# ---- pulse_multiplier ----
[config.mk]
export PLATFORM = sky130hd
export DESIGN_NAME = pulse_multiplier
export DESIGN_NICKNAME = d
export VERILOG_FILES = /design/src/rtl/Counter_Binary.sv /design/src/rtl/pulse_multiplier.sv
export SDC_FILE = /design/constraint.sdc
export NUM_CORES = 1
export LEC_CHECK = 0
export CAP_MARGIN = 20
export CORE_MARGIN = 1.5
export CORE_UTILIZATION = 43
export CTS_CLUSTER_DIAMETER = 40
export CTS_CLUSTER_SIZE = 8
export DETAILED_ROUTE_END_ITERATION = 8
export PLACE_DENSITY = 0.73
export SLEW_MARGIN = 20
export SYNTH_ARGS = -nofsm -noshare
export SYNTH_HDL_FRONTEND = slang
export SYNTH_SLANG_ARGS = --single-unit
[constraint.sdc]
create_clock -name clock -period 3 [get_ports clock]
set_input_delay 0.3 -clock clock [delete_from_list [all_inputs] [get_ports clock]]
set_output_delay 0.3 -clock clock [all_outputs]
set_load 0.05 [all_outputs]
[src/rtl/Counter_Binary.sv]
// rtl/Counter_Binary.sv - up/down binary counter with synchronous load and clear
module Counter_Binary #(
  parameter int WIDTH = 8
) (
  input  logic             clock,
  input  logic             clear,
  input  logic             i_load,
  input  logic [WIDTH-1:0] i_load_value,
  input  logic             i_inc,
  input  logic             i_dec,
  output logic [WIDTH-1:0] o_count
);

  localparam logic [WIDTH-1:0] ONE = WIDTH'(1);

  logic [WIDTH-1:0] r_count = '0;

  // Load wins over counting; simultaneous inc and dec cancel out.
  always_ff @(posedge clock) begin
    if (clear) begin
      r_count <= '0;
    end else if (i_load) begin
      r_count <= i_load_value;
    end else if (i_inc && !i_dec) begin
      r_count <= r_count + ONE;
    end else if (i_dec && !i_inc) begin
      r_count <= r_count - ONE;
    end
  end

  assign o_count = r_count;

endmodule

[src/rtl/pulse_multiplier.sv]
// rtl/pulse_multiplier.sv - stretches each input pulse into a burst of multiplier output cycles
module pulse_multiplier #(
  parameter int WORD_WIDTH    = 8,
  parameter int PENDING_WIDTH = 4
) (
  input  logic                     clock,
  input  logic                     clear,
  input  logic [WORD_WIDTH-1:0]    multiplier,
  input  logic                     pulses_in,
  output logic                     pulse_out,
  output logic [PENDING_WIDTH-1:0] pending_count,
  output logic                     busy,
  output logic                     overflow
);

  localparam logic [WORD_WIDTH-1:0]    W_ZERO = '0;
  localparam logic [WORD_WIDTH-1:0]    W_ONE  = WORD_WIDTH'(1);
  localparam logic [PENDING_WIDTH-1:0] P_ZERO = '0;
  localparam logic [PENDING_WIDTH-1:0] P_MAX  = '1;

  logic [WORD_WIDTH-1:0]    w_remaining;
  logic [WORD_WIDTH-1:0]    w_load_value;
  logic [PENDING_WIDTH-1:0] w_pending;
  logic                     w_pending_nz;
  logic                     w_slot_free;
  logic                     w_available;
  logic                     w_start;
  logic                     w_draw;
  logic                     w_bypass;
  logic                     w_store;
  logic                     w_room;
  logic                     w_accept;
  logic                     w_drop;

  logic r_overflow = 1'b0;

  assign w_pending_nz = (w_pending != P_ZERO);
  assign w_slot_free  = (w_remaining <= W_ONE);
  assign w_available  = w_pending_nz || pulses_in;
  assign w_start      = w_slot_free && w_available;
  // Queued pulses go first so bursts stay in arrival order.
  assign w_draw       = w_start && w_pending_nz;
  assign w_bypass     = w_start && !w_pending_nz;
  assign w_store      = pulses_in && !w_bypass;
  assign w_room       = (w_pending != P_MAX) || w_draw;
  assign w_accept     = w_store && w_room;
  assign w_drop       = w_store && !w_room;
  assign w_load_value = w_available ? multiplier : W_ZERO;

  Counter_Binary #(
    .WIDTH (WORD_WIDTH)
  ) u_remaining (
    .clock        (clock),
    .clear        (clear),
    .i_load       (w_slot_free),
    .i_load_value (w_load_value),
    .i_inc        (1'b0),
    .i_dec        (1'b1),
    .o_count      (w_remaining)
  );

  Counter_Binary #(
    .WIDTH (PENDING_WIDTH)
  ) u_pending (
    .clock        (clock),
    .clear        (clear),
    .i_load       (1'b0),
    .i_load_value (P_ZERO),
    .i_inc        (w_accept),
    .i_dec        (w_draw),
    .o_count      (w_pending)
  );

  always_ff @(posedge clock) begin
    if (clear) begin
      r_overflow <= 1'b0;
    end else if (w_drop) begin
      r_overflow <= 1'b1;
    end
  end

  assign pulse_out     = (w_remaining != W_ZERO);
  assign pending_count = w_pending;
  assign busy          = pulse_out || w_pending_nz;
  assign overflow      = r_overflow;

endmodule

==> qor.csv <==
stage;metric;value;unit
final_timing;top achievable clock speed;0.351;GHz
global_routing;met2 usage;30.7;%
synthesis;Syn. warnings;0;
global_routing;total track usage;18.3;%
setup_path;Worst Setup SP;u_remaining.o_count[2];
synthesis;Yosys chip area;778;sq um
setup_path;Max stage delay on crit path;0.57;ns
flow_run;Max Cap Viol;0;
synthesis;Seq/Total Area, Yosys;33.4;%
synthesis;post-synthesis instance area;778;sq um
synthesis;dominant cell by count in the synthesized netlist;dfxtp_1;
global_routing;grt ovf;0;
drt;Vias/cell;5.17;
drt;Pre-antenna DRT Iters;2;
pwr;Sequential Power Share;25.9;%
clocking;Num CTS Buffers;3;
outcome;status;finished clean;
setup_path;crit start category;flip-flop;
drt;vias;682;
final_timing;RSZ-0062 raised after global routing;no;
setup_path;Critical R2R Launch;u_remaining.o_count[2];
synthesis;syn nets;101;
layout;Final nets;126;
setup_path;RR Endpoint;u_pending.o_count[3];
hold_path;Hold EP;u_remaining.o_count[0];
clocking;Worst-Skew Late Latency;0.27;ns
setup_path;CP endpoint kind;flip-flop;
setup_path;WP buf/inv;2;
pwr;Seq group;312;uW
-- cell families (layout without fill, tap and decap cells) --
family	count (synthesis)	count (layout)	synth area share, %
xor+xnor	6	6	6.75
simple gates	27	27	19.9
buf+inv	10	34	5.95
fa+ha+maj	7	7	12.2
flops	13	13	33.4
compound gates	17	17	17.7
mux	3	3	4.02
-- worst register-to-register path, stage by stage, from the launching register on --
cell and delay (ns):
dfxtp_1 0.32, or4_4 0.57, nor4_4 0.18, buf_4 0.17, or2b_1 0.23, ha_1 0.22
inv_2 0.10, ha_4 0.21, a21oi_2 0.15, a211oi_1 0.08, a31oi_1 0.16, mux2_2 0.34
-- metal layers --
| layer | up-vias | routed length [microns] |
|---|---|---|
| met5 | - | 0 |
| met3 | 4 | 38 |
| met4 | 0 | 28 |
| met2 | 12 | 800 |
| met1 | 322 | 700 |
| li1 | 344 | - |
-- cell type report --
type                       count  area, sq um
clock buffer                   3         22.5
fill                         151          652
inverter                       6         22.5
sequential                    13          262
clock inverter                 1         5.00
tap                           25         31.3
multi-input combinational     60          490
timing repair buffer          24          223
-- state kept, by name, indices dropped and copies added (netlist names) --
signal               count
overflow                 1
u_pending.o_count        4
u_remaining.o_count      8
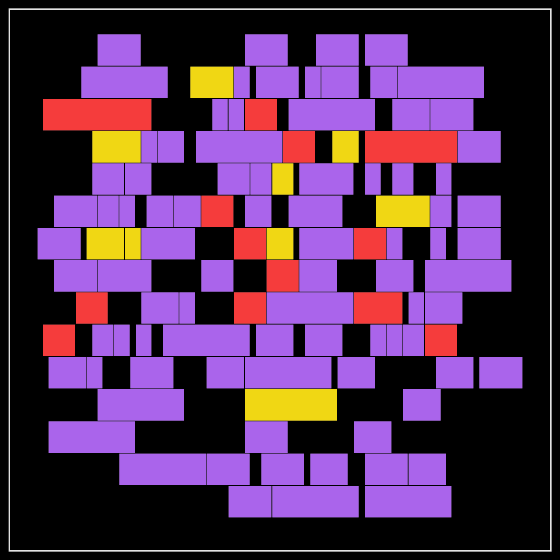
(pulse_multiplier/drive_strength.png)
[drive 1 or less] purple | cells: 85 | share: 79%
[drive 3 to 4] red | cells: 13 | share: 12%
[drive 2] yellow | cells: 9 | share: 8.4%
post-route cell area: 0.00106 sq mm
Non-clk bufs: 24
Final WS setup: 0.154 ns
synth-to-layout area growth: 35.7%


# ---- audio_mixer_dac ----
**src/rtl/audio_mixer_pkg.sv**
```systemverilog
// Shared types and helpers for the audio mixer / sigma-delta DAC block.
package audio_mixer_pkg;

    typedef enum logic [2:0] {IDLE, LATCH, ACC, SAT, DCB} state_t;

    // Accumulator width that can never overflow for nch channels of in_w*vol_w products.
    function automatic int acc_w(input int in_w, input int vol_w, input int nch);
        return in_w + vol_w + $clog2(nch) + 1;
    endfunction

    // Clamp a signed value to the range of a w-bit two's complement number.
    function automatic logic signed [63:0] sat(input logic signed [63:0] v, input int w);
        logic signed [63:0] hi;
        logic signed [63:0] lo;
        hi = (64'sd1 <<< (w - 1)) - 64'sd1;
        lo = -(64'sd1 <<< (w - 1));
        if (v > hi)      return hi;
        else if (v < lo) return lo;
        else             return v;
    endfunction

endpackage

```
**src/rtl/sigma_delta_dac.sv**
```systemverilog
// First-order sigma-delta modulator: dout is the carry of a W-bit phase accumulator
// fed with an offset-binary input, so mean(dout) = din / 2^W.
module sigma_delta_dac #(
    parameter int W = 15
) (
    input  logic         clk_i,
    input  logic         res_n_i,
    input  logic [W-1:0] din,
    output logic         dout
);

    logic [W-1:0] sd_q, sd_d;
    logic         dout_q, dout_d;
    logic [W:0]   sum;

    // Accumulate and split the carry off as the output bit.
    always_comb begin
        sum    = {1'b0, sd_q} + {1'b0, din};
        sd_d   = sum[W-1:0];
        dout_d = sum[W];
    end

    // Modulator state.
    always_ff @(posedge clk_i or negedge res_n_i) begin
        if (!res_n_i) begin
            sd_q   <= '0;
            dout_q <= 1'b0;
        end else begin
            sd_q   <= sd_d;
            dout_q <= dout_d;
        end
    end

    assign dout = dout_q;

endmodule

```
**src/rtl/audio_mixer_dac.sv**
```systemverilog
// N-channel time-multiplexed audio mixer with per-channel volume, saturation,
// overrun detection and a sigma-delta 1-bit DAC on the mixed sample.
// Optional DC-blocker after saturation: define AUDIO_MIXER_DCBLOCK_EN.
module audio_mixer_dac
    import audio_mixer_pkg::*;
#(
    parameter int NCH   = 4,
    parameter int IN_W  = 9,
    parameter int VOL_W = 4,
    parameter int OUT_W = 15
) (
    input  logic                    clk_i,
    input  logic                    res_n_i,
    input  logic                    sample_stb_i,
    input  logic [NCH*IN_W-1:0]     ch_data_i,
    input  logic [NCH-1:0]          ch_signed_i,
    input  logic [NCH*VOL_W-1:0]    ch_vol_i,
    input  logic                    mute_i,
    output logic signed [OUT_W-1:0] mix_o,
    output logic                    mix_valid_o,
    output logic                    clip_o,
    output logic                    overrun_o,
    output logic                    dac_o
);

    localparam int ACC_W = acc_w(IN_W, VOL_W, NCH);
    localparam int SH    = OUT_W - IN_W - VOL_W;
    localparam int KW    = (NCH > 1) ? $clog2(NCH) : 1;

    state_t                    state_q, state_d;
    logic [KW-1:0]             k_q, k_d;
    logic signed [ACC_W-1:0]   acc_q, acc_d;
    logic [NCH*IN_W-1:0]       dat_q, dat_d;
    logic [NCH-1:0]            sgn_q, sgn_d;
    logic [NCH*VOL_W-1:0]      vol_q, vol_d;
    logic signed [OUT_W-1:0]   mix_q, mix_d;
    logic                      vld_q, vld_d, clip_q, clip_d, ovr_q, ovr_d;

    logic [IN_W-1:0]           smp;
    logic [VOL_W-1:0]          vol;
    logic signed [IN_W-1:0]    s_k;
    logic signed [IN_W+VOL_W:0] p_k;
    logic signed [63:0]        v, sv;

`ifdef AUDIO_MIXER_DCBLOCK_EN
    logic signed [OUT_W-1:0]   x_q, x_d, x1_q, x1_d, y1_q, y1_d;
    logic                      sclip_q, sclip_d;
    logic signed [63:0]        y, ys;
`endif

    // State register.
    always_ff @(posedge clk_i or negedge res_n_i) begin
        if (!res_n_i) state_q <= IDLE;
        else          state_q <= state_d;
    end

    // Next-state: strobes are only accepted in IDLE.
    always_comb begin
        state_d = state_q;
        case (state_q)
            IDLE:  if (sample_stb_i) state_d = LATCH;
            LATCH: state_d = ACC;
            ACC:   if (k_q == KW'(NCH - 1)) state_d = SAT;
`ifdef AUDIO_MIXER_DCBLOCK_EN
            SAT:   state_d = DCB;
`else
            SAT:   state_d = IDLE;
`endif
            DCB:   state_d = IDLE;
            default: state_d = IDLE;
        endcase
    end

    // Datapath and outputs: snapshot, multiply-accumulate one channel per cycle, clamp.
    always_comb begin
        k_d    = k_q;
        acc_d  = acc_q;
        dat_d  = dat_q;
        sgn_d  = sgn_q;
        vol_d  = vol_q;
        mix_d  = mix_q;
        clip_d = clip_q;
        vld_d  = 1'b0;
        ovr_d  = sample_stb_i && (state_q != IDLE);

        smp = dat_q[k_q*IN_W +: IN_W];
        vol = vol_q[k_q*VOL_W +: VOL_W];
        // Offset binary to two's complement is an MSB flip.
        s_k = sgn_q[k_q] ? smp : {~smp[IN_W-1], smp[IN_W-2:0]};
        p_k = s_k * $signed({1'b0, vol});
        v   = 64'(acc_q) <<< SH;
        sv  = sat(v, OUT_W);

`ifdef AUDIO_MIXER_DCBLOCK_EN
        x_d     = x_q;
        x1_d    = x1_q;
        y1_d    = y1_q;
        sclip_d = sclip_q;
        y  = 64'(x_q) - 64'(x1_q) + 64'(y1_q) - (64'(y1_q) >>> 8);
        ys = sat(y, OUT_W);
`endif

        case (state_q)
            LATCH: begin
                dat_d = ch_data_i;
                sgn_d = ch_signed_i;
                vol_d = ch_vol_i;
                acc_d = '0;
                k_d   = '0;
            end
            ACC: begin
                acc_d = acc_q + ACC_W'(p_k);
                k_d   = k_q + 1'b1;
            end
`ifdef AUDIO_MIXER_DCBLOCK_EN
            SAT: begin
                x_d     = sv[OUT_W-1:0];
                sclip_d = (sv != v);
            end
            DCB: begin
                x1_d   = x_q;
                y1_d   = ys[OUT_W-1:0];
                mix_d  = mute_i ? '0 : ys[OUT_W-1:0];
                clip_d = !mute_i && (sclip_q || (ys != y));
                vld_d  = 1'b1;
            end
`else
            SAT: begin
                mix_d  = mute_i ? '0 : sv[OUT_W-1:0];
                clip_d = !mute_i && (sv != v);
                vld_d  = 1'b1;
            end
`endif
            default: ;
        endcase
    end

    // Datapath registers.
    always_ff @(posedge clk_i or negedge res_n_i) begin
        if (!res_n_i) begin
            k_q    <= '0;
            acc_q  <= '0;
            dat_q  <= '0;
            sgn_q  <= '0;
            vol_q  <= '0;
            mix_q  <= '0;
            clip_q <= 1'b0;
            vld_q  <= 1'b0;
            ovr_q  <= 1'b0;
        end else begin
            k_q    <= k_d;
            acc_q  <= acc_d;
            dat_q  <= dat_d;
            sgn_q  <= sgn_d;
            vol_q  <= vol_d;
            mix_q  <= mix_d;
            clip_q <= clip_d;
            vld_q  <= vld_d;
            ovr_q  <= ovr_d;
        end
    end

`ifdef AUDIO_MIXER_DCBLOCK_EN
    // DC-blocker history, advanced only on produced samples.
    always_ff @(posedge clk_i or negedge res_n_i) begin
        if (!res_n_i) begin
            x_q     <= '0;
            x1_q    <= '0;
            y1_q    <= '0;
            sclip_q <= 1'b0;
        end else begin
            x_q     <= x_d;
            x1_q    <= x1_d;
            y1_q    <= y1_d;
            sclip_q <= sclip_d;
        end
    end
`endif

    sigma_delta_dac #(.W(OUT_W)) u_dac (
        .clk_i   (clk_i),
        .res_n_i (res_n_i),
        .din     ({~mix_q[OUT_W-1], mix_q[OUT_W-2:0]}),
        .dout    (dac_o)
    );

    assign mix_o       = mix_q;
    assign mix_valid_o = vld_q;
    assign clip_o      = clip_q;
    assign overrun_o   = ovr_q;

endmodule

```
**config.mk**
```make
export PLATFORM = sky130hd
export DESIGN_NAME = audio_mixer_dac
export DESIGN_NICKNAME = d
export VERILOG_FILES = /design/src/rtl/audio_mixer_pkg.sv /design/src/rtl/sigma_delta_dac.sv /design/src/rtl/audio_mixer_dac.sv
export SDC_FILE = /design/constraint.sdc
export NUM_CORES = 1
export LEC_CHECK = 0
export CAP_MARGIN = 15
export CELL_PAD_IN_SITES_DETAIL_PLACEMENT = 0
export CELL_PAD_IN_SITES_GLOBAL_PLACEMENT = 1
export CORE_MARGIN = 2
export CORE_UTILIZATION = 33
export DETAILED_ROUTE_END_ITERATION = 16
export DONT_BUFFER_PORTS = 1
export PLACE_DENSITY = 0.67
export RECOVER_POWER = 50
export SLEW_MARGIN = 5
export SYNTH_ARGS = -nofsm -noshare
export SYNTH_HDL_FRONTEND = slang
export SYNTH_SLANG_ARGS = --single-unit
```
**constraint.sdc**
```tcl
create_clock -name clk_i -period 5.1 [get_ports clk_i]
set_clock_uncertainty 0.15 [all_clocks]
set_input_delay 1.02 -clock clk_i [delete_from_list [all_inputs] [get_ports clk_i]]
set_output_delay 1.02 -clock clk_i [all_outputs]
set_load 0.02 [all_outputs]
```
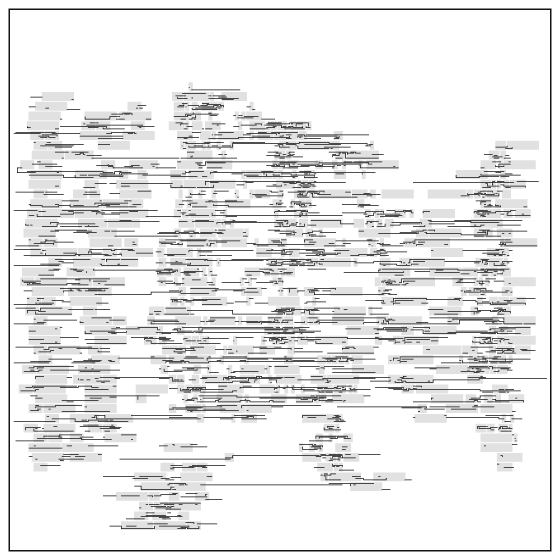
(audio_mixer_dac/met1.png)
Cells faint in the background.
nets with wire on the layer: 718
wire length on this layer: 6790 microns
main direction: horizontal
vias: 4481
met1 Track Usage GR: 18.3%
DRT Wirelength: 14.8 mm

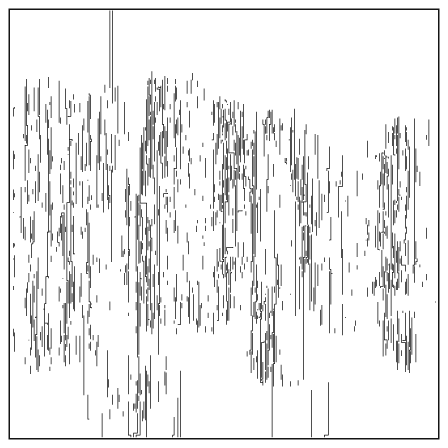
(audio_mixer_dac/met2.png)
nets with wire on the layer: 648
share of all routed wire: 45%
main direction: vertical
longest straight run: 51.5 microns
met2 usage: 22.7%

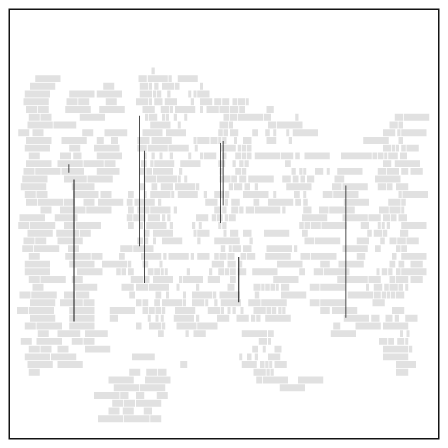
(audio_mixer_dac/met4.png)
Cells faint in the background.
longest straight run: 49.6 microns
share of all routed wire: 1.7%
main direction: vertical

==> qor.csv <==
stage;metric;value;unit
outcome;status;finished clean;
layout;Largest register FFs;36;
drt;Avg WL per Cell;16.3;microns
setup_path;kind of critical path;reg2reg;
final_timing;setup TNS;0;ns
clocking;post-CTS setup buffers;0;
setup_path;Max stage delay on crit path;0.62;ns
setup_path;worst path cell trace;buf_12, mux4_2, and2_1, fa_1, inv_1, fa_1, fa_1, inv_1, ha_1, nor2b_1, o21a_1, o21ai_1, a21boi_0, o21a_1, o32ai_1;
synthesis;Distinct lib cells used;56;
layout;dominant logic cell types in the final layout;dfrtp_1, inv_1, mux2_2;
hold_path;min-delay worst type;in2async;
synthesis;Seq/Total Area, Yosys;38.4;%
drt;met3 WL;1.02;mm
global_routing;total track usage;14.2;%
placed_design;detailed placement HPWL;11.8;mm
kinds of logic (layout without fill, tap and decap cells):
family                     Yosys count  in the layout  share of synthesized area, %
adders and majority gates           89             89                          19.5
xor gates and xnor gates            28             28                          3.46
muxes                               71             71                          13.3
and+or+nand+nor                    115            115                          8.64
buffers and inverters              113            115                          6.16
AOI/OAI and AO/OA                  104            104                          10.5
DFF                                109            109                          38.4
area by class of cell:
cell class / count / area, sq um
clock buffer: 10 / 239
clock inverter: 6 / 95.1
fill: 2102 / 13300
inverter: 92 / 345
multi-input combinational: 407 / 3940
sequential: 109 / 2730
tap: 275 / 344
timing repair buffer: 7 / 61.3
per-layer routing:
| metal | up-vias | track usage, % |
|---|---|---|
| met5 | - | 0 |
| met4 | 2 | 4.11 |
| met3 | 21 | 4.79 |
| met2 | 101 | 22.7 |
| met1 | 2192 | 18.3 |
| li1 | 2165 | - |


==> notes/layouts.md <==
Pictures saved along the way, in no particular order.

Local utilization.
image #1
Bar = 10 microns. 9 x 9 tiles, from dark blue (low) to red (high), 0 to 100% covered.
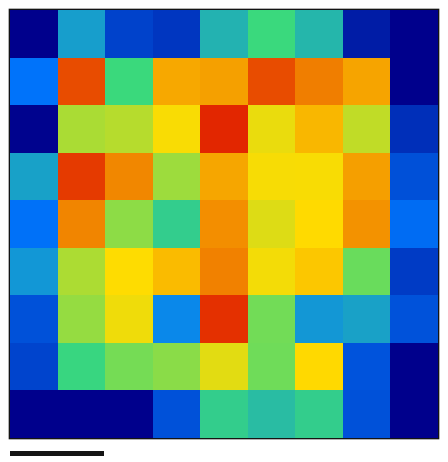
image #2
Bar = 50 microns. 15 x 15 tiles, from dark blue (low) to red (high), 0 to 100% covered.
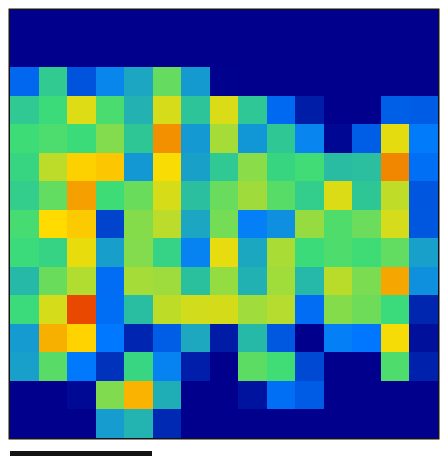
- highest utilization: image #1
- largest die: image #2
image #2: audio_mixer_dac
image #1: pulse_multiplier

Key to image #2:
mean over tiles: 33%
tiles over 75% full: 5.3%
nearly empty tiles: 29%
emptiest ninth of the die: top right
fullest tile: 92%

Power and IR drop assume default switching activity.
